=== mult_seq_n_flat ===
[src/rtl/mult_seq_n_if.sv]
// mult_seq_n_if: activate/busy/done handshake and operand/result bus of the sequential multiplier
interface mult_seq_n_if #(parameter int WIDTH = 8);
  logic activate;
  logic sign_mode;
  logic [WIDTH-1:0] in1;
  logic [WIDTH-1:0] in2;
  logic busy;
  logic done;
  logic [WIDTH-1:0] mult8;
  logic [WIDTH-1:0] mult16;
  modport master(output activate, sign_mode, in1, in2, input busy, done, mult8, mult16);
  modport slave(input activate, sign_mode, in1, in2, output busy, done, mult8, mult16);
endinterface

[src/rtl/mult_seq_n.sv]
// mult_seq_n: shift-and-add multiplier, one multiplier bit per clock, unsigned or signed via magnitudes
module mult_seq_n #(parameter int WIDTH = 8) (
  input logic clk,
  input logic reset,
  mult_seq_n_if.slave bus
);
  localparam int CW = $clog2(WIDTH + 1);
  typedef enum logic [1:0] {IDLE, RUN, FIN} state_t;
  state_t state;
  logic [WIDTH-1:0] mcand;
  logic [WIDTH-1:0] mplier;
  logic [WIDTH:0] acc;
  logic neg;
  logic [CW-1:0] cnt;
  logic [WIDTH-1:0] abs1;
  logic [WIDTH-1:0] abs2;
  logic [WIDTH:0] sum;
  logic [2*WIDTH-1:0] mag;
  logic [2*WIDTH-1:0] prod;
  // magnitudes of the operands, the partial-sum add and the final signed product
  always_comb begin
    abs1 = (bus.sign_mode & bus.in1[WIDTH-1]) ? -bus.in1 : bus.in1;
    abs2 = (bus.sign_mode & bus.in2[WIDTH-1]) ? -bus.in2 : bus.in2;
    sum = acc + {1'b0, mcand & {WIDTH{mplier[0]}}};
    mag = {sum, mplier[WIDTH-1:1]};
    prod = neg ? -mag : mag;
  end
  // control FSM with registered handshake and result outputs
  always_ff @(posedge clk or posedge reset) begin
    if (reset) begin
      state <= IDLE;
      mcand <= '0;
      mplier <= '0;
      acc <= '0;
      neg <= 1'b0;
      cnt <= '0;
      bus.busy <= 1'b0;
      bus.done <= 1'b0;
      bus.mult8 <= '0;
      bus.mult16 <= '0;
    end else begin
      case (state)
        IDLE: if (bus.activate) begin
          mcand <= abs1;
          mplier <= abs2;
          neg <= bus.sign_mode & (bus.in1[WIDTH-1] ^ bus.in2[WIDTH-1]);
          acc <= '0;
          cnt <= '0;
          bus.busy <= 1'b1;
          state <= RUN;
        end
        RUN: begin
          acc <= {1'b0, sum[WIDTH:1]};
          mplier <= {sum[0], mplier[WIDTH-1:1]};
          cnt <= cnt + 1'b1;
          if (cnt == CW'(WIDTH - 1)) begin
            state <= FIN;
            bus.busy <= 1'b0;
            bus.done <= 1'b1;
            {bus.mult16, bus.mult8} <= prod;
          end
        end
        FIN: begin
          bus.done <= 1'b0;
          state <= IDLE;
        end
        default: state <= IDLE;
      endcase
    end
  end
endmodule

[src/flat_wrapper.sv]
// flat-port wrapper written by rule: the top's interface ports become plain ports
module mult_seq_n_flat 
#(parameter int WIDTH = 8)
  (clk, reset, bus_activate, bus_sign_mode, bus_in1, bus_in2, bus_busy, bus_done, bus_mult8, bus_mult16);
  mult_seq_n_if #(.WIDTH(WIDTH)) bus_i ();
  input logic clk;
  input logic reset;
  input wire logic [$bits(bus_i.activate)-1:0] bus_activate;
  input wire logic [$bits(bus_i.sign_mode)-1:0] bus_sign_mode;
  input wire logic [$bits(bus_i.in1)-1:0] bus_in1;
  input wire logic [$bits(bus_i.in2)-1:0] bus_in2;
  output wire logic [$bits(bus_i.busy)-1:0] bus_busy;
  output wire logic [$bits(bus_i.done)-1:0] bus_done;
  output wire logic [$bits(bus_i.mult8)-1:0] bus_mult8;
  output wire logic [$bits(bus_i.mult16)-1:0] bus_mult16;
  assign bus_i.activate = bus_activate;
  assign bus_i.sign_mode = bus_sign_mode;
  assign bus_i.in1 = bus_in1;
  assign bus_i.in2 = bus_in2;
  assign bus_busy = bus_i.busy;
  assign bus_done = bus_i.done;
  assign bus_mult8 = bus_i.mult8;
  assign bus_mult16 = bus_i.mult16;
  mult_seq_n #(.WIDTH(WIDTH)) u_core (.clk(clk), .reset(reset), .bus(bus_i));
endmodule
[config.mk]
export PLATFORM = sky130hd
export DESIGN_NAME = mult_seq_n_flat
export DESIGN_NICKNAME = d
export VERILOG_FILES = /design/src/rtl/mult_seq_n_if.sv /design/src/rtl/mult_seq_n.sv /design/src/flat_wrapper.sv
export SDC_FILE = /design/constraint.sdc
export NUM_CORES = 1
export LEC_CHECK = 0
export CAP_MARGIN = 40
export CORE_AREA = 4 4 81 83
export DETAILED_ROUTE_END_ITERATION = 8
export DIE_AREA = 0 0 85 87
export GPL_ROUTABILITY_DRIVEN = 0
export HOLD_SLACK_MARGIN = 0.03
export PLACE_DENSITY = 0.78
export SLEW_MARGIN = 40
export SYNTH_ARGS = -nofsm -noshare
export SYNTH_HDL_FRONTEND = slang
export SYNTH_SLANG_ARGS = --single-unit
[constraint.sdc]
create_clock -name clk -period 2.7 [get_ports clk]
set_clock_uncertainty 0.15 [all_clocks]
set_input_delay 0.54 -clock clk [delete_from_list [all_inputs] [get_ports clk]]
set_output_delay 0.54 -clock clk [all_outputs]
set_load 0.005 [all_outputs]
=== multicycle_controller ===
[src/rtl/mc_ctrl_pkg.sv]
// Shared encodings for the multi-cycle ARM control path: FSM states, ALU controls,
// datapath select codes, condition field values and instruction classes.
package mc_ctrl_pkg;

    typedef enum logic [3:0] {
        S_FETCH    = 4'd0,
        S_DECODE   = 4'd1,
        S_MEMADR   = 4'd2,
        S_MEMREAD  = 4'd3,
        S_MEMWB    = 4'd4,
        S_MEMWRITE = 4'd5,
        S_EXECR    = 4'd6,
        S_EXECI    = 4'd7,
        S_ALUWB    = 4'd8,
        S_BRANCH   = 4'd9
    } state_e;

    typedef enum logic [1:0] {
        ALU_ADD = 2'b00,
        ALU_SUB = 2'b01,
        ALU_AND = 2'b10,
        ALU_ORR = 2'b11
    } alu_ctrl_e;

    localparam logic [1:0] SRCB_RD2  = 2'b00;
    localparam logic [1:0] SRCB_IMM  = 2'b01;
    localparam logic [1:0] SRCB_FOUR = 2'b10;

    localparam logic [1:0] RES_ALUOUT    = 2'b00;
    localparam logic [1:0] RES_DATA      = 2'b01;
    localparam logic [1:0] RES_ALURESULT = 2'b10;

    localparam logic [3:0] COND_EQ = 4'b0000;
    localparam logic [3:0] COND_NE = 4'b0001;
    localparam logic [3:0] COND_CS = 4'b0010;
    localparam logic [3:0] COND_CC = 4'b0011;
    localparam logic [3:0] COND_MI = 4'b0100;
    localparam logic [3:0] COND_PL = 4'b0101;
    localparam logic [3:0] COND_VS = 4'b0110;
    localparam logic [3:0] COND_VC = 4'b0111;
    localparam logic [3:0] COND_HI = 4'b1000;
    localparam logic [3:0] COND_LS = 4'b1001;
    localparam logic [3:0] COND_GE = 4'b1010;
    localparam logic [3:0] COND_LT = 4'b1011;
    localparam logic [3:0] COND_GT = 4'b1100;
    localparam logic [3:0] COND_LE = 4'b1101;
    localparam logic [3:0] COND_AL = 4'b1110;

    localparam logic [1:0] OP_DP    = 2'b00;
    localparam logic [1:0] OP_MEM   = 2'b01;
    localparam logic [1:0] OP_BR    = 2'b10;
    localparam logic [1:0] OP_UNDEF = 2'b11;

    localparam logic [3:0] CMD_AND = 4'b0000;
    localparam logic [3:0] CMD_SUB = 4'b0010;
    localparam logic [3:0] CMD_ADD = 4'b0100;
    localparam logic [3:0] CMD_CMP = 4'b1010;
    localparam logic [3:0] CMD_ORR = 4'b1100;

endpackage

[src/rtl/mc_cond_logic.sv]
// Conditional execution: architectural NZCV flags, per-instruction condition latch
// and gating of the architectural write enables.
module mc_cond_logic
    import mc_ctrl_pkg::*;
(
    input  logic       clk_i,
    input  logic       reset_i,
    input  logic [3:0] cond_i,
    input  logic [3:0] alu_flags_i,
    input  logic [1:0] flag_w_i,
    input  logic       latch_cond_i,
    input  logic       next_pc_i,
    input  logic       branch_i,
    input  logic       reg_w_i,
    input  logic       mem_w_i,
    input  logic       ir_write_i,
    input  logic       no_write_i,
    input  logic [3:0] rd_i,
    output logic       pc_write_o,
    output logic       reg_write_o,
    output logic       mem_write_o,
    output logic       ir_write_o
);

    logic [3:0] flags_q, flags_d;
    logic       cond_q, cond_d;
    logic       pcs_s;

    function automatic logic cond_ex(input logic [3:0] cond, input logic [3:0] flags);
        logic n, z, c, v;
        {n, z, c, v} = flags;
        case (cond)
            COND_EQ: cond_ex = z;
            COND_NE: cond_ex = ~z;
            COND_CS: cond_ex = c;
            COND_CC: cond_ex = ~c;
            COND_MI: cond_ex = n;
            COND_PL: cond_ex = ~n;
            COND_VS: cond_ex = v;
            COND_VC: cond_ex = ~v;
            COND_HI: cond_ex = c & ~z;
            COND_LS: cond_ex = ~(c & ~z);
            COND_GE: cond_ex = (n == v);
            COND_LT: cond_ex = (n != v);
            COND_GT: cond_ex = ~z & (n == v);
            COND_LE: cond_ex = ~(~z & (n == v));
            COND_AL: cond_ex = 1'b1;
            default: cond_ex = 1'b0;
        endcase
    endfunction

    // Flag/condition next-state; flag_w_i is only nonzero during the execute cycle
    always_comb begin
        flags_d      = flags_q;
        cond_d       = latch_cond_i ? cond_ex(cond_i, flags_q) : cond_q;
        flags_d[3:2] = (flag_w_i[1] & cond_q) ? alu_flags_i[3:2] : flags_q[3:2];
        flags_d[1:0] = (flag_w_i[0] & cond_q) ? alu_flags_i[1:0] : flags_q[1:0];
    end

    // Flag and condition registers; reset discards any in-flight update
    always_ff @(posedge clk_i) begin
        if (reset_i) begin
            flags_q <= 4'b0000;
            cond_q  <= 1'b0;
        end else begin
            flags_q <= flags_d;
            cond_q  <= cond_d;
        end
    end

    assign pcs_s       = branch_i | (reg_w_i & (rd_i == 4'd15));
    assign pc_write_o  = ~reset_i & (next_pc_i | (pcs_s & cond_q));
    assign reg_write_o = ~reset_i & reg_w_i & cond_q & ~no_write_i;
    assign mem_write_o = ~reset_i & mem_w_i & cond_q;
    assign ir_write_o  = ~reset_i & ir_write_i;

endmodule

[src/rtl/multicycle_controller.sv]
// Multi-cycle ARM control path: Moore main FSM and ALU decode, with conditional
// execution and write-enable gating delegated to mc_cond_logic.
module multicycle_controller
    import mc_ctrl_pkg::*;
(
    input  logic        clk,
    input  logic        Reset,
    input  logic [19:0] Instr,
    input  logic [3:0]  ALUFlags,
    output logic        PCWrite,
    output logic        MemWrite,
    output logic        RegWrite,
    output logic        IRWrite,
    output logic        AdrSrc,
    output logic        ALUSrcA,
    output logic [1:0]  ALUSrcB,
    output logic [1:0]  ResultSrc,
    output logic [1:0]  ALUCtrl,
    output logic [1:0]  RegSrc,
    output logic [1:0]  ImmSrc,
    output logic [3:0]  state_o
);

    state_e    state_q, state_d;
    alu_ctrl_e alu_ctrl_s;
    logic [3:0] cond_s, rd_s;
    logic [1:0] op_s, flag_w_s;
    logic [5:0] funct_s;
    logic ir_write_s, next_pc_s, reg_w_s, mem_w_s, branch_s, alu_op_s, no_write_s;

    assign cond_s  = Instr[19:16];
    assign op_s    = Instr[15:14];
    assign funct_s = Instr[13:8];
    assign rd_s    = Instr[3:0];

    // Main FSM state register
    always_ff @(posedge clk) begin
        if (Reset) begin
            state_q <= S_FETCH;
        end else begin
            state_q <= state_d;
        end
    end

    // Next state and Moore control outputs
    always_comb begin
        state_d    = S_FETCH;
        ir_write_s = 1'b0;
        next_pc_s  = 1'b0;
        reg_w_s    = 1'b0;
        mem_w_s    = 1'b0;
        branch_s   = 1'b0;
        alu_op_s   = 1'b0;
        AdrSrc     = 1'b0;
        ALUSrcA    = 1'b0;
        ALUSrcB    = SRCB_RD2;
        ResultSrc  = RES_ALUOUT;
        case (state_q)
            S_FETCH: begin
                ir_write_s = 1'b1;
                next_pc_s  = 1'b1;
                ALUSrcA    = 1'b1;
                ALUSrcB    = SRCB_FOUR;
                ResultSrc  = RES_ALURESULT;
                state_d    = S_DECODE;
            end
            S_DECODE: begin
                ALUSrcA   = 1'b1;
                ALUSrcB   = SRCB_FOUR;
                ResultSrc = RES_ALURESULT;
                case (op_s)
                    OP_MEM:  state_d = S_MEMADR;
                    OP_DP:   state_d = funct_s[5] ? S_EXECI : S_EXECR;
                    OP_BR:   state_d = S_BRANCH;
                    default: state_d = S_FETCH;
                endcase
            end
            S_MEMADR: begin
                ALUSrcB = SRCB_IMM;
                state_d = funct_s[0] ? S_MEMREAD : S_MEMWRITE;
            end
            S_MEMREAD: begin
                AdrSrc  = 1'b1;
                state_d = S_MEMWB;
            end
            S_MEMWB: begin
                ResultSrc = RES_DATA;
                reg_w_s   = 1'b1;
                state_d   = S_FETCH;
            end
            S_MEMWRITE: begin
                AdrSrc  = 1'b1;
                mem_w_s = 1'b1;
                state_d = S_FETCH;
            end
            S_EXECR: begin
                alu_op_s = 1'b1;
                state_d  = S_ALUWB;
            end
            S_EXECI: begin
                ALUSrcB  = SRCB_IMM;
                alu_op_s = 1'b1;
                state_d  = S_ALUWB;
            end
            S_ALUWB: begin
                reg_w_s = 1'b1;
                state_d = S_FETCH;
            end
            S_BRANCH: begin
                ALUSrcB   = SRCB_IMM;
                ResultSrc = RES_ALURESULT;
                branch_s  = 1'b1;
                state_d   = S_FETCH;
            end
            default: state_d = S_FETCH;
        endcase
    end

    // ALU decode; CMP suppresses write-back in ALUWB, where ALUOp is already 0
    always_comb begin
        alu_ctrl_s = ALU_ADD;
        flag_w_s   = 2'b00;
        no_write_s = (op_s == OP_DP) && (funct_s[4:1] == CMD_CMP);
        if (alu_op_s) begin
            case (funct_s[4:1])
                CMD_ADD: alu_ctrl_s = ALU_ADD;
                CMD_SUB: alu_ctrl_s = ALU_SUB;
                CMD_AND: alu_ctrl_s = ALU_AND;
                CMD_ORR: alu_ctrl_s = ALU_ORR;
                CMD_CMP: alu_ctrl_s = ALU_SUB;
                default: alu_ctrl_s = ALU_ADD;
            endcase
            flag_w_s[1] = funct_s[0];
            flag_w_s[0] = funct_s[0] & ((alu_ctrl_s == ALU_ADD) || (alu_ctrl_s == ALU_SUB));
        end else begin
            flag_w_s = 2'b00;
        end
    end

    mc_cond_logic u_cond (
        .clk_i        (clk),
        .reset_i      (Reset),
        .cond_i       (cond_s),
        .alu_flags_i  (ALUFlags),
        .flag_w_i     (flag_w_s),
        .latch_cond_i (state_q == S_DECODE),
        .next_pc_i    (next_pc_s),
        .branch_i     (branch_s),
        .reg_w_i      (reg_w_s),
        .mem_w_i      (mem_w_s),
        .ir_write_i   (ir_write_s),
        .no_write_i   (no_write_s),
        .rd_i         (rd_s),
        .pc_write_o   (PCWrite),
        .reg_write_o  (RegWrite),
        .mem_write_o  (MemWrite),
        .ir_write_o   (IRWrite)
    );

    assign ALUCtrl = alu_ctrl_s;
    assign RegSrc  = {op_s == OP_MEM, op_s == OP_BR};
    assign ImmSrc  = op_s;
    assign state_o = state_q;

endmodule

[config.mk]
export PLATFORM = sky130hd
export DESIGN_NAME = multicycle_controller
export DESIGN_NICKNAME = d
export VERILOG_FILES = /design/src/rtl/mc_ctrl_pkg.sv /design/src/rtl/mc_cond_logic.sv /design/src/rtl/multicycle_controller.sv
export SDC_FILE = /design/constraint.sdc
export NUM_CORES = 1
export LEC_CHECK = 0
export ABC_AREA = 0
export CAP_MARGIN = 20
export CORE_ASPECT_RATIO = 1.5
export CORE_UTILIZATION = 43
export CTS_BUF_LIST = sky130_fd_sc_hd__clkbuf_8 sky130_fd_sc_hd__clkbuf_16
export DETAILED_ROUTE_END_ITERATION = 7
export HOLD_SLACK_MARGIN = 0.15
export PLACE_DENSITY = 0.82
export SYNTH_ARGS = -nofsm -noshare
export SYNTH_HDL_FRONTEND = slang
export SYNTH_HIERARCHICAL = 1
export SYNTH_SLANG_ARGS = --single-unit
[constraint.sdc]
create_clock -name clk -period 3.8 [get_ports clk]
set_input_delay 0.38 -clock clk [delete_from_list [all_inputs] [get_ports clk]]
set_output_delay 0.38 -clock clk [all_outputs]
set_load 0.01 [all_outputs]
=== zero_cross_ctrl_flat ===
`src/rtl/zero_cross_ctrl_if.sv`:
```
// zero_cross_ctrl_if
// Bundles the job handshake and the frame-buffer read port of zero_cross_ctrl.
//   start/base/len     : job request (controller input)
//   busy/done/zc_count : job status and result (controller output)
//   mem_rd/mem_addr    : buffer read strobe and address (controller output)
//   mem_data           : buffer read data, one cycle after mem_rd (controller input)
// slave  = controller side, master = requester/buffer side.
interface zero_cross_ctrl_if #(
  parameter int N  = 32,
  parameter int AW = 8,
  parameter int CW = 8
);
  logic          start;
  logic [AW-1:0] base;
  logic [AW-1:0] len;
  logic          mem_rd;
  logic [AW-1:0] mem_addr;
  logic [N-1:0]  mem_data;
  logic          busy;
  logic          done;
  logic [CW-1:0] zc_count;

  modport slave  (input  start, base, len, mem_data,
                  output mem_rd, mem_addr, busy, done, zc_count);
  modport master (output start, base, len, mem_data,
                  input  mem_rd, mem_addr, busy, done, zc_count);
endinterface

```
`src/rtl/zero_cross_ctrl.sv`:
```
// zero_cross_ctrl
// Scans len float32 samples starting at base in a synchronous-read buffer and
// counts sign changes between adjacent samples (saturating at 2^CW-1).
// One read is issued per clock; a one-cycle done pulse reports completion.
// Ports:
//   i_clk : clock, rising edge
//   i_rst : asynchronous active-low reset
//   bus   : zero_cross_ctrl_if.slave (job handshake + buffer read port)
module zero_cross_ctrl #(
  parameter int N  = 32,
  parameter int AW = 8,
  parameter int CW = 8
) (
  input  logic              i_clk,
  input  logic              i_rst,
  zero_cross_ctrl_if.slave  bus
);

  typedef enum logic {S_IDLE = 1'b0, S_RUN = 1'b1} state_t;

  state_t        r_state, w_state_nxt;
  logic          r_mem_rd, r_cap_vld, r_done, r_prev_sign;
  logic [AW-1:0] r_mem_addr, r_base, r_len, r_rd_idx, r_cap_idx;
  logic [CW-1:0] r_zc;

  logic w_accept, w_long, w_rd_more, w_cap, w_last, w_sign;

  assign w_accept  = (r_state == S_IDLE) && bus.start;
  assign w_long    = (bus.len >= AW'(2));
  // one extra bit so rd_idx+1 cannot wrap before the compare
  assign w_rd_more = (({1'b0, r_rd_idx} + (AW+1)'(1)) < {1'b0, r_len});
  // r_cap_vld marks that mem_data now holds the word requested last cycle
  assign w_cap     = (r_state == S_RUN) && r_cap_vld;
  assign w_last    = w_cap && (r_cap_idx == (r_len - AW'(1)));
  assign w_sign    = bus.mem_data[N-1];

  always_ff @(posedge i_clk or negedge i_rst) begin
    if (!i_rst) r_state <= S_IDLE;
    else        r_state <= w_state_nxt;
  end

  always_comb begin
    w_state_nxt = r_state;
    case (r_state)
      S_IDLE:  if (w_accept && w_long) w_state_nxt = S_RUN;
      S_RUN:   if (w_last)             w_state_nxt = S_IDLE;
      default: w_state_nxt = S_IDLE;
    endcase
  end

  always_ff @(posedge i_clk or negedge i_rst) begin
    if (!i_rst) begin
      r_mem_rd    <= 1'b0;
      r_mem_addr  <= '0;
      r_cap_vld   <= 1'b0;
      r_done      <= 1'b0;
      r_prev_sign <= 1'b0;
      r_base      <= '0;
      r_len       <= '0;
      r_rd_idx    <= '0;
      r_cap_idx   <= '0;
      r_zc        <= '0;
    end else begin
      r_cap_vld <= r_mem_rd;
      r_done    <= 1'b0;
      if (w_accept) begin
        r_base      <= bus.base;
        r_len       <= bus.len;
        r_zc        <= '0;
        r_rd_idx    <= '0;
        r_cap_idx   <= '0;
        r_prev_sign <= 1'b0;
        if (w_long) begin
          r_mem_rd   <= 1'b1;
          r_mem_addr <= bus.base;
        end else begin
          // degenerate frame: nothing to compare, finish immediately
          r_done <= 1'b1;
        end
      end else if (r_state == S_RUN) begin
        if (w_rd_more) begin
          r_mem_rd   <= 1'b1;
          r_mem_addr <= r_base + r_rd_idx + AW'(1);
          r_rd_idx   <= r_rd_idx + AW'(1);
        end else begin
          r_mem_rd <= 1'b0;
        end
        if (w_cap) begin
          // first sample only seeds the reference sign
          if ((r_cap_idx != '0) && (w_sign != r_prev_sign) && (r_zc != '1))
            r_zc <= r_zc + CW'(1);
          r_prev_sign <= w_sign;
          r_cap_idx   <= r_cap_idx + AW'(1);
          if (w_last) r_done <= 1'b1;
        end
      end
    end
  end

  assign bus.mem_rd   = r_mem_rd;
  assign bus.mem_addr = r_mem_addr;
  assign bus.busy     = (r_state == S_RUN);
  assign bus.done     = r_done;
  assign bus.zc_count = r_zc;

endmodule

```
`src/flat_wrapper.sv`:
```
// flat-port wrapper written by rule: the top's interface ports become plain ports
module zero_cross_ctrl_flat 
#(
  parameter int N  = 32,
  parameter int AW = 8,
  parameter int CW = 8
)
  (i_clk, i_rst, bus_start, bus_base, bus_len, bus_mem_data, bus_mem_rd, bus_mem_addr, bus_busy, bus_done, bus_zc_count);
  zero_cross_ctrl_if #(.N(N), .AW(AW), .CW(CW)) bus_i ();
  input  logic i_clk;
  input  logic i_rst;
  input wire logic [$bits(bus_i.start)-1:0] bus_start;
  input wire logic [$bits(bus_i.base)-1:0] bus_base;
  input wire logic [$bits(bus_i.len)-1:0] bus_len;
  input wire logic [$bits(bus_i.mem_data)-1:0] bus_mem_data;
  output wire logic [$bits(bus_i.mem_rd)-1:0] bus_mem_rd;
  output wire logic [$bits(bus_i.mem_addr)-1:0] bus_mem_addr;
  output wire logic [$bits(bus_i.busy)-1:0] bus_busy;
  output wire logic [$bits(bus_i.done)-1:0] bus_done;
  output wire logic [$bits(bus_i.zc_count)-1:0] bus_zc_count;
  assign bus_i.start = bus_start;
  assign bus_i.base = bus_base;
  assign bus_i.len = bus_len;
  assign bus_i.mem_data = bus_mem_data;
  assign bus_mem_rd = bus_i.mem_rd;
  assign bus_mem_addr = bus_i.mem_addr;
  assign bus_busy = bus_i.busy;
  assign bus_done = bus_i.done;
  assign bus_zc_count = bus_i.zc_count;
  zero_cross_ctrl #(.N(N), .AW(AW), .CW(CW)) u_core (.i_clk(i_clk), .i_rst(i_rst), .bus(bus_i));
endmodule
```
`config.mk`:
```
export PLATFORM = sky130hd
export DESIGN_NAME = zero_cross_ctrl_flat
export DESIGN_NICKNAME = d
export VERILOG_FILES = /design/src/rtl/zero_cross_ctrl_if.sv /design/src/rtl/zero_cross_ctrl.sv /design/src/flat_wrapper.sv
export SDC_FILE = /design/constraint.sdc
export NUM_CORES = 1
export LEC_CHECK = 0
export CORE_MARGIN = 4
export CORE_UTILIZATION = 46
export DETAILED_ROUTE_END_ITERATION = 12
export PLACE_DENSITY_LB_ADDON = 0.2
export RECOVER_POWER = 50
export SLEW_MARGIN = 20
export SYNTH_ARGS = -nofsm -noshare
export SYNTH_HDL_FRONTEND = slang
export SYNTH_SLANG_ARGS = --single-unit
```
`constraint.sdc`:
```
create_clock -name i_clk -period 2.5 [get_ports i_clk]
set_clock_uncertainty 0.05 [all_clocks]
set_input_delay 0.25 -clock i_clk [delete_from_list [all_inputs] [get_ports i_clk]]
set_output_delay 0.25 -clock i_clk [all_outputs]
set_load 0.005 [all_outputs]
```
=== imm_halfword_packer_flat ===
<file path="src/rtl/imm_halfword_packer_pkg.sv">
// imm_halfword_packer shared types.
// States, widths and the beat record.
package imm_pack_pkg;

  localparam int HALF_W = 16;
  localparam int WORD_W = 32;

  typedef enum logic [1:0] {
    IDLE  = 2'd0,
    SHORT = 2'd1,
    HIGH  = 2'd2,
    LOW   = 2'd3
  } state_t;

  typedef struct packed {
    logic [HALF_W-1:0] half;
    logic              zext;
    logic              last;
  } beat_t;

  // Beat presented on the output for a given state and held word.
  function automatic beat_t beat_of(
    input state_t            s,
    input logic [WORD_W-1:0] w
  );
    beat_t b;
    b = '0;
    unique case (1'b1)
      (s == SHORT): begin
        b.half = w[HALF_W-1:0];
        b.zext = 1'b1;
        b.last = 1'b1;
      end
      (s == HIGH): begin
        b.half = w[WORD_W-1:HALF_W];
        b.zext = 1'b0;
        b.last = 1'b0;
      end
      (s == LOW): begin
        b.half = w[HALF_W-1:0];
        b.zext = 1'b0;
        b.last = 1'b1;
      end
      default: b = '0;
    endcase
    return b;
  endfunction

endpackage

</file>
<file path="src/rtl/imm_halfword_packer_if.sv">
// imm_halfword_packer word-in / halfword-out bus.
// master drives words and sink ready; slave is the packer.
interface imm_halfword_packer_if;
  import imm_pack_pkg::*;

  logic              in_valid;
  logic              in_ready;
  logic [WORD_W-1:0] in_word;
  logic              out_valid;
  logic              out_ready;
  logic [HALF_W-1:0] out_half;
  logic              out_zext;
  logic              out_last;

  modport master (
    output in_valid,
    output in_word,
    output out_ready,
    input  in_ready,
    input  out_valid,
    input  out_half,
    input  out_zext,
    input  out_last
  );

  modport slave (
    input  in_valid,
    input  in_word,
    input  out_ready,
    output in_ready,
    output out_valid,
    output out_half,
    output out_zext,
    output out_last
  );

endinterface

</file>
<file path="src/rtl/imm_halfword_packer_wrap_counter.sv">
// Free-running wrap-around event counter.
// Synchronous reset, single increment enable.
module wrap_counter #(
  parameter int CNT_W = 16
) (
  input  logic             clk,
  input  logic             reset,
  input  logic             en,
  output logic [CNT_W-1:0] count
);

  // Count enabled events modulo 2^CNT_W.
  always_ff @(posedge clk) begin
    if (reset) begin
      count <= '0;
    end else if (en) begin
      count <= count + CNT_W'(1);
    end
  end

endmodule

</file>
<file path="src/rtl/imm_halfword_packer.sv">
// imm_halfword_packer: 32-bit word to 16-bit beats.
// Upper-zero words go out as one zext beat.
module imm_halfword_packer
  import imm_pack_pkg::*;
#(
  parameter int CNT_W       = 16,
  parameter bit EN_COMPRESS = 1'b1
) (
  input  logic               clk,
  input  logic               reset,
  imm_halfword_packer_if.slave bus,
  output logic [CNT_W-1:0]   cnt_short,
  output logic [CNT_W-1:0]   cnt_long
);

  state_t            state_q;
  state_t            state_d;
  state_t            entry;
  logic [WORD_W-1:0] hold_q;
  logic [WORD_W-1:0] hold_d;
  logic              in_fire;
  logic              out_fire;
  logic              can_end;
  logic              upper_zero;
  beat_t             beat;

  assign upper_zero = (bus.in_word[WORD_W-1:HALF_W] == '0);
  assign entry = (EN_COMPRESS && upper_zero) ? SHORT : HIGH;

  // Final beat of a word: the slot frees as it leaves.
  assign can_end = (state_q == SHORT) || (state_q == LOW);

  // Held off during reset so no word slips into a clearing block.
  assign bus.in_ready = !reset
                     && ((state_q == IDLE)
                      || (can_end && bus.out_ready));

  assign bus.out_valid = (state_q != IDLE);

  assign in_fire  = bus.in_valid && bus.in_ready;
  assign out_fire = bus.out_valid && bus.out_ready;

  assign beat         = beat_of(state_q, hold_q);
  assign bus.out_half = beat.half;
  assign bus.out_zext = beat.zext;
  assign bus.out_last = beat.last;

  // Next state and hold contents.
  always_comb begin
    state_d = state_q;
    hold_d  = hold_q;
    if (in_fire) begin
      hold_d = bus.in_word;
    end
    unique case (state_q)
      IDLE: begin
        if (in_fire) state_d = entry;
      end
      HIGH: begin
        if (out_fire) state_d = LOW;
      end
      SHORT, LOW: begin
        if (out_fire) begin
          state_d = in_fire ? entry : IDLE;
        end
      end
      default: state_d = IDLE;
    endcase
  end

  // State and held word registers.
  always_ff @(posedge clk) begin
    if (reset) begin
      state_q <= IDLE;
      hold_q  <= '0;
    end else begin
      state_q <= state_d;
      hold_q  <= hold_d;
    end
  end

  wrap_counter #(
    .CNT_W (CNT_W)
  ) u_cnt_short (
    .clk   (clk),
    .reset (reset),
    .en    (out_fire && (state_q == SHORT)),
    .count (cnt_short)
  );

  wrap_counter #(
    .CNT_W (CNT_W)
  ) u_cnt_long (
    .clk   (clk),
    .reset (reset),
    .en    (out_fire && (state_q == LOW)),
    .count (cnt_long)
  );

endmodule

</file>
<file path="src/flat_wrapper.sv">
// flat-port wrapper written by rule: the top's interface ports become plain ports
module imm_halfword_packer_flat import imm_pack_pkg::*;
#(
  parameter int CNT_W       = 16,
  parameter bit EN_COMPRESS = 1'b1
)
  (clk, reset, cnt_short, cnt_long, bus_in_valid, bus_in_word, bus_out_ready, bus_in_ready, bus_out_valid, bus_out_half, bus_out_zext, bus_out_last);
  imm_halfword_packer_if bus_i ();
  input  logic clk;
  input  logic reset;
  output logic [CNT_W-1:0] cnt_short;
  output logic [CNT_W-1:0] cnt_long;
  input wire logic [$bits(bus_i.in_valid)-1:0] bus_in_valid;
  input wire logic [$bits(bus_i.in_word)-1:0] bus_in_word;
  input wire logic [$bits(bus_i.out_ready)-1:0] bus_out_ready;
  output wire logic [$bits(bus_i.in_ready)-1:0] bus_in_ready;
  output wire logic [$bits(bus_i.out_valid)-1:0] bus_out_valid;
  output wire logic [$bits(bus_i.out_half)-1:0] bus_out_half;
  output wire logic [$bits(bus_i.out_zext)-1:0] bus_out_zext;
  output wire logic [$bits(bus_i.out_last)-1:0] bus_out_last;
  assign bus_i.in_valid = bus_in_valid;
  assign bus_i.in_word = bus_in_word;
  assign bus_i.out_ready = bus_out_ready;
  assign bus_in_ready = bus_i.in_ready;
  assign bus_out_valid = bus_i.out_valid;
  assign bus_out_half = bus_i.out_half;
  assign bus_out_zext = bus_i.out_zext;
  assign bus_out_last = bus_i.out_last;
  imm_halfword_packer #(.CNT_W(CNT_W), .EN_COMPRESS(EN_COMPRESS)) u_core (.clk(clk), .reset(reset), .bus(bus_i), .cnt_short(cnt_short), .cnt_long(cnt_long));
endmodule
</file>
<file path="config.mk">
export PLATFORM = sky130hd
export DESIGN_NAME = imm_halfword_packer_flat
export DESIGN_NICKNAME = d
export VERILOG_FILES = /design/src/rtl/imm_halfword_packer_pkg.sv /design/src/rtl/imm_halfword_packer_if.sv /design/src/rtl/imm_halfword_packer_wrap_counter.sv /design/src/rtl/imm_halfword_packer.sv /design/src/flat_wrapper.sv
export SDC_FILE = /design/constraint.sdc
export NUM_CORES = 1
export LEC_CHECK = 0
export CAP_MARGIN = 20
export CORE_MARGIN = 3
export CORE_UTILIZATION = 50
export DETAILED_ROUTE_END_ITERATION = 16
export PLACE_DENSITY = 0.84
export SLEW_MARGIN = 40
export SYNTH_ARGS = -nofsm -noshare
export SYNTH_HDL_FRONTEND = slang
export SYNTH_SLANG_ARGS = --single-unit
</file>
<file path="constraint.sdc">
create_clock -name clk -period 3.25 [get_ports clk]
set_clock_uncertainty 0.15 [all_clocks]
set_input_delay 0.325 -clock clk [delete_from_list [all_inputs] [get_ports clk]]
set_output_delay 0.325 -clock clk [all_outputs]
set_load 0.02 [all_outputs]
</file>
**multicycle_controller: congestion heat map**

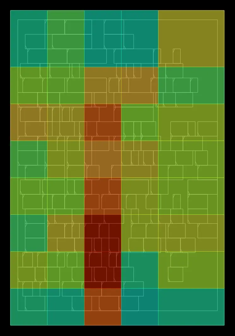
Final Util: 0.648
overall routing resource usage: 0.224
GR Util met1: 0.238
post-DR wirelength/cell: 13.7 um
grt met3 use: 0.0340

**multicycle_controller: M3 wires**

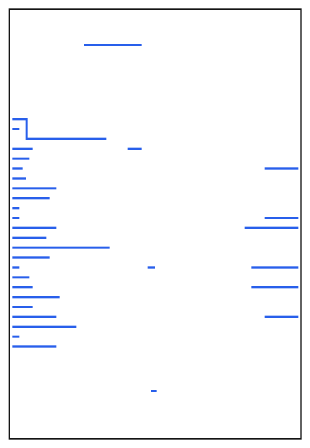
nets with wire on the layer = 31
share of all routed wire = 5.8%
main direction = horizontal
wire length on this layer = 141 um
longest straight run = 13.1 um
routed wire length: 2420 um
Vias: 1010

==> Slide: Implementation Results, multicycle_controller <==
Synthesis and Place & Route Summary

Run status
  – Status: finished, final reports clean

Finish
  – Clock network area share: 0.0343
  – Final Net Count: 182
  – Combinational gate area: 628 um2
  – Non-clk bufs: 41
  – Syn-to-layout area delta: 41.7%
  – Comb/total area: 0.478

Power and ir drop
  – Sequential share of power: 0.341
  – Pleak: 0.000457 uW
  – Biggest consumer: registers
  – Pwr Total: 320 uW

Setup path
  – R2R Path End: u_cond/cond_q
  – Critical path required time: 3.42 ns
  – CP Max Fanout: 12
  – Reg-to-reg setup timing slack: 1.97 ns
  – Crit. path cell count: 6

Place
  – Gpl congestion: 0.744

CTS
  – H-tree depth: 1
  – Clock tree root buffer cell: clkbuf_8

Floorplanning
  – Core Footprint: 2030 um2

STA
  – Clk_skew: 0.00301 ns
  – Worst Tran Pin Value: 0.485 ns
  – Fin crit period: 2.67 ns
  – Final WS setup: 1.13 ns
  – Fin. Hold Viols: 0

Hold path
  – HP Class: flip-flop to flip-flop
  – Hold path depth: 2

Route
  – Residual DRC: 0
  – DR WL met2: 1270 um

Synth
  – Adder Share, Synth: 0
  – Dominant cell area share: 0.194
  – Ys async rst share: 0
  – Post-Syn Area: 927 um2
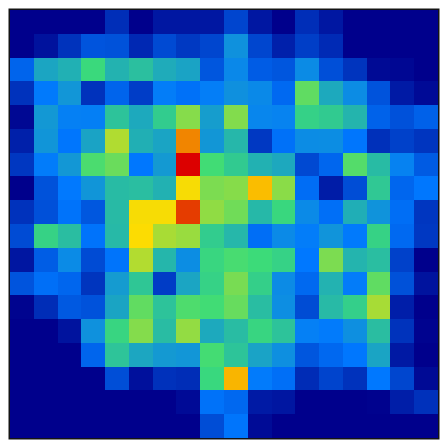
**Above:** zero_cross_ctrl_flat (wiring heat map).
18 x 18 tiles, from dark blue (low) to red (high), scaled to the fullest tile. Values are wire area over tile area, all layers added.
fullest tile = 0.54
nearly empty tiles = 18%
tiles over half the peak = 11%

**zero_cross_ctrl_flat: congestion heat map**

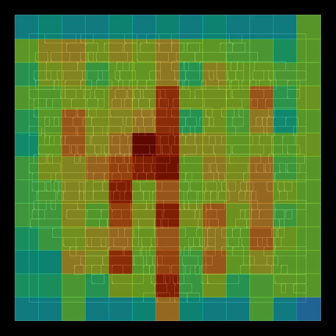
overall routing resource usage: 0.177
grt met3 use: 0.0317

==> Slide: Implementation Results, zero_cross_ctrl_flat <==
Synthesis and Place & Route Summary

Floorplanning
  – FP Rows: 29
  – Die Span Y: 89.9 um
  – Die width: 89.9 um

Route
  – Routed Antenna Nets: 0
  – Residual DRC: 0
  – DR top layer: met4
  – DR WL met2: 3590 um
  – Metal-1 WL: 3030 um
  – Vias: 2579
  – DRT Pass-1 Iters: 4
  – Routed wire length: 7010 um

Synth
  – Xor/xnor share: 0.0796
  – Ranking of synthesized cells by area: dfrtp_1 (43%), ha_1 (7.7%), mux2_2 (5.5%), nand2_1 (5.4%), o21ai_0 (5.0%)
  – Post-synth top cells: dfrtp_1 (53), nand2_1 (44), o21ai_0 (31)
  – Synth Net Count: 399
  – Post-synth EDFFs: 0
  – Avg Synthesized Cell Area: 9.40 um2

Place
  – DP Worst Slack: -0.184 ns

CTS
  – H-tree depth: 2
  – Clock-pin transition on the worst setup and hold timing paths: 0.10 ns
  – Clock tree root buffer cell: clkbuf_8
  – CTS max path bufs: 2
  – Post-CTS setup buffers: 12
  – Clock sink count: 53
  – Worst skew pair latency: 0.31 ns

Job
  – Tally of OpenROAD warnings: 61
  – Max-cap violations: 0

GRT
  – GR Util met1: 0.228
  – First-pass GRT wire length: 11900 um
  – GR met2 Demand/Resource: 0.304
  – Antenna violations before repair: 0

Hold path
  – Hold path depth: 0
  – HP Class: flip-flop to flip-flop

Finish
  – Comb/total area: 0.444
  – Register area: 1330 um2
  – Final Util: 0.623
  – Clock buf count: 5
  – Antenna diode count: 0

Power and ir drop
  – Internal Power: 3430 uW
  – Sw Share: 0.391
  – Comb pwr share: 0.628
  – Net Sw Power: 2200 uW
  – Clk pwr share: 0.089
  – Sequential share of power: 0.283
  – Pleak: 0.00181 uW

Run status
  – Status: finished with violations
  – Failing checks: negative setup slack

STA
  – RSZ-0062 raised after global routing: yes
  – Final WS setup: -0.254 ns
  – Pins Over Slew Limit: 0
  – Final setup vio count: 17
  – Fin. Hold Viols: 0
  – Hold Slack: 0.392 ns
  – Fin crit period: 2.75 ns

Setup path
  – Crit Path Class: flip-flop to flip-flop
  – Worst path max stage delay: 0.62 ns
  – R2R depth: 9
**mult_seq_n_flat: signal wires on met1**

Scale bar: 20 um. Supply wires on this layer in gray.
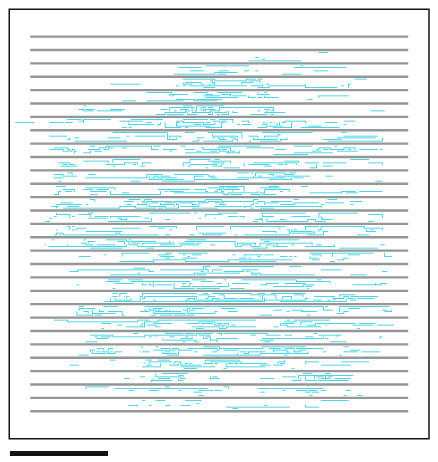
nets with wire on the layer = 351
longest straight run = 36.3 um

==> Slide: Implementation Results, mult_seq_n_flat <==
Synthesis and Place & Route Summary

Power and ir drop
  – Comb pwr share: 0.561
  – Biggest consumer: combinational logic

STA
  – Worst slew margin: 0.602
  – RSZ-0062 raised after global routing: yes

GRT
  – Busiest grt layer: met2
  – GR Util met1: 0.216

Finish
  – Non-Filler Instances: 437
  – Final Net Count: 394
  – Antenna diode count: 0

Synth
  – Flops after synth: 49
  – Ranking of synthesized cells by area: dfrtp_1 (43%), nand2_1 (7.2%), o21ai_0 (5.6%), ha_1 (5.2%), xor2_1 (4.9%)
  – Synth warn: 0
  – Synthesis area per yosys: 2870 um2
  – Post-synth EDFFs: 0
  – Mux cell area share: 0.0144

Run status
  – Status: finished, final reports clean

Setup path
  – Worst path max stage delay: 0.41 ns
  – Endpoint class of the critical path: flip-flop
  – Reg-to-reg setup timing slack: 0.09 ns
  – Crit Path Class: flip-flop to flip-flop

CTS
  – Clock tree root buffer cell: clkbuf_8

Hold path
  – Hold wc startpoint: u_core.mcand[7]

Route
  – Metal-1 WL: 2800 um
**imm_halfword_packer_flat: wiring heat map**

17 x 17 tiles, from dark blue (low) to red (high), scaled to the fullest tile. Values are wire area over tile area, all layers added.
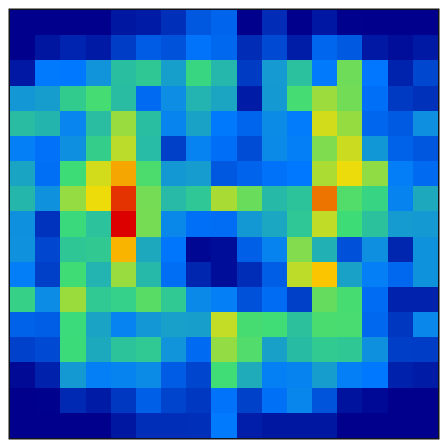
densest ninth of the die = middle left
fullest tile = 0.57
nearly empty tiles = 8.7%
tiles over half the peak = 17%
mean over tiles = 0.17

==> Slide: Implementation Results, imm_halfword_packer_flat <==
Synthesis and Place & Route Summary

Run status
  – Status: finished, final reports clean

Finish
  – Clock network area share: 0.0454
  – Most frequent logic cell in the layout: nand2_1
  – Sequential share of cell area: 0.328
  – Flip-flop count of the largest register after layout: 32
  – Share of layout cells above drive strength 1: 0.0559
  – Multi-input gates: 288
  – Leading cell kind: logic gates
  – Filler cell count: 471
  – Syn-to-layout area delta: 36.9%

Place
  – Area post-placement: 3840 um2
  – DP Worst Slack: 0.735 ns
  – # placed instances: 521
  – Gpl congestion: 0.820
  – Detailed-placement wirelength estimate: 4960 um
  – Port Buf Inserts: 87

Synth
  – Ranking of synthesized cells by area: dfxtp_1 (45%), nand2_1 (14%), a21oi_1 (7.8%), o21ai_0 (3.9%), xor2_1 (3.9%)
  – Dominant cell area share: 0.450
  – Number of standard cells reported by yosys: 382
  – Cell Type Count: 33
  – Synth warn: 0
  – Post-synth EDFFs: 0
  – Aoi share: 0.141
  – Post-synth top cells: nand2_1 (107), dfxtp_1 (66), a21oi_1 (46)
  – Count leader, synth: nand2_1

Route
  – Post-DR wirelength/cell: 13.1 um
  – DR top layer: met4
  – Routed wire length: 7030 um
  – Routed Antenna Nets: 0
  – Vias: 2879

Floorplanning
  – Core Footprint: 5610 um2
  – Tap cells: 72

GRT
  – Antenna violations before repair: 0
  – Busiest grt layer: met2
  – Grt met3 use: 0.0564

Setup path
  – Reg-to-reg setup timing slack: 1.06 ns
  – Cells along the critical path: buf_4, nand2_1, o21ai_0, clkdlybuf4s50_1
  – R2R Path End: u_core.u_cnt_long.count[14]
  – Startpoint Class: flip-flop
  – Critical Path Sink: bus_out_half[3]
  – CP arrival: 2.22 ns
  – Worst path max stage delay: 0.66 ns

CTS
  – H-tree depth: 3

Power and ir drop
  – Sw Share: 0.241
  – Pleak: 0.00138 uW
  – Biggest consumer: registers
  – Sequential share of power: 0.515
  – Internal Power: 1250 uW
  – Worst vdd ir: 278 uV

STA
  – Hold Slack: 0.305 ns
  – Max Freq: 0.372 GHz


## Gallery

Signal wires on met1.
(a)
Scale bar: 10 um. Supply wires on this layer in gray.
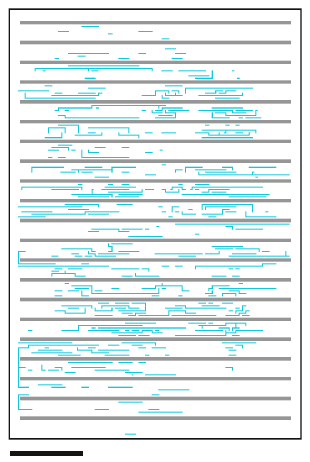
(b)
Scale bar: 20 um. Supply wires on this layer in gray.
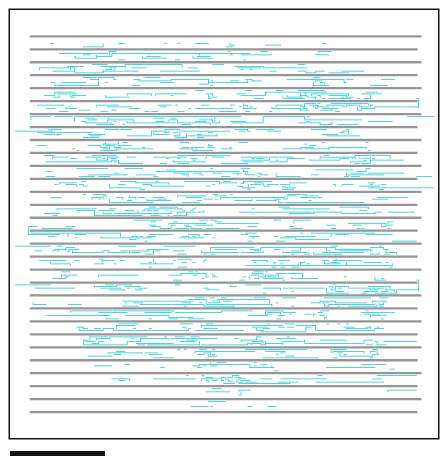
(c)
Scale bar: 20 um. Supply wires on this layer in gray.
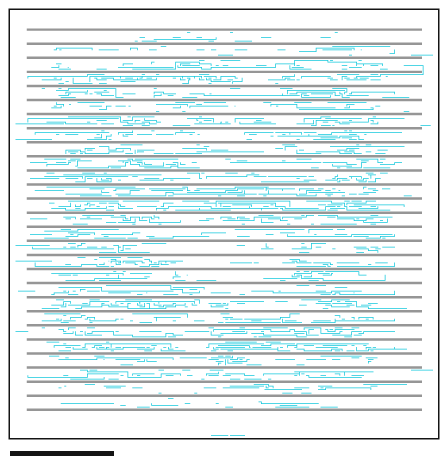
(a): multicycle_controller
(c): imm_halfword_packer_flat
(b): zero_cross_ctrl_flat

Key to (c):
main direction = horizontal
nets with wire on the layer = 426
share of all routed wire = 46%
longest straight run = 21.6 um
wire length on this layer = 3220 um

Power figures rest on the tool's default switching activity, not on a simulated workload.
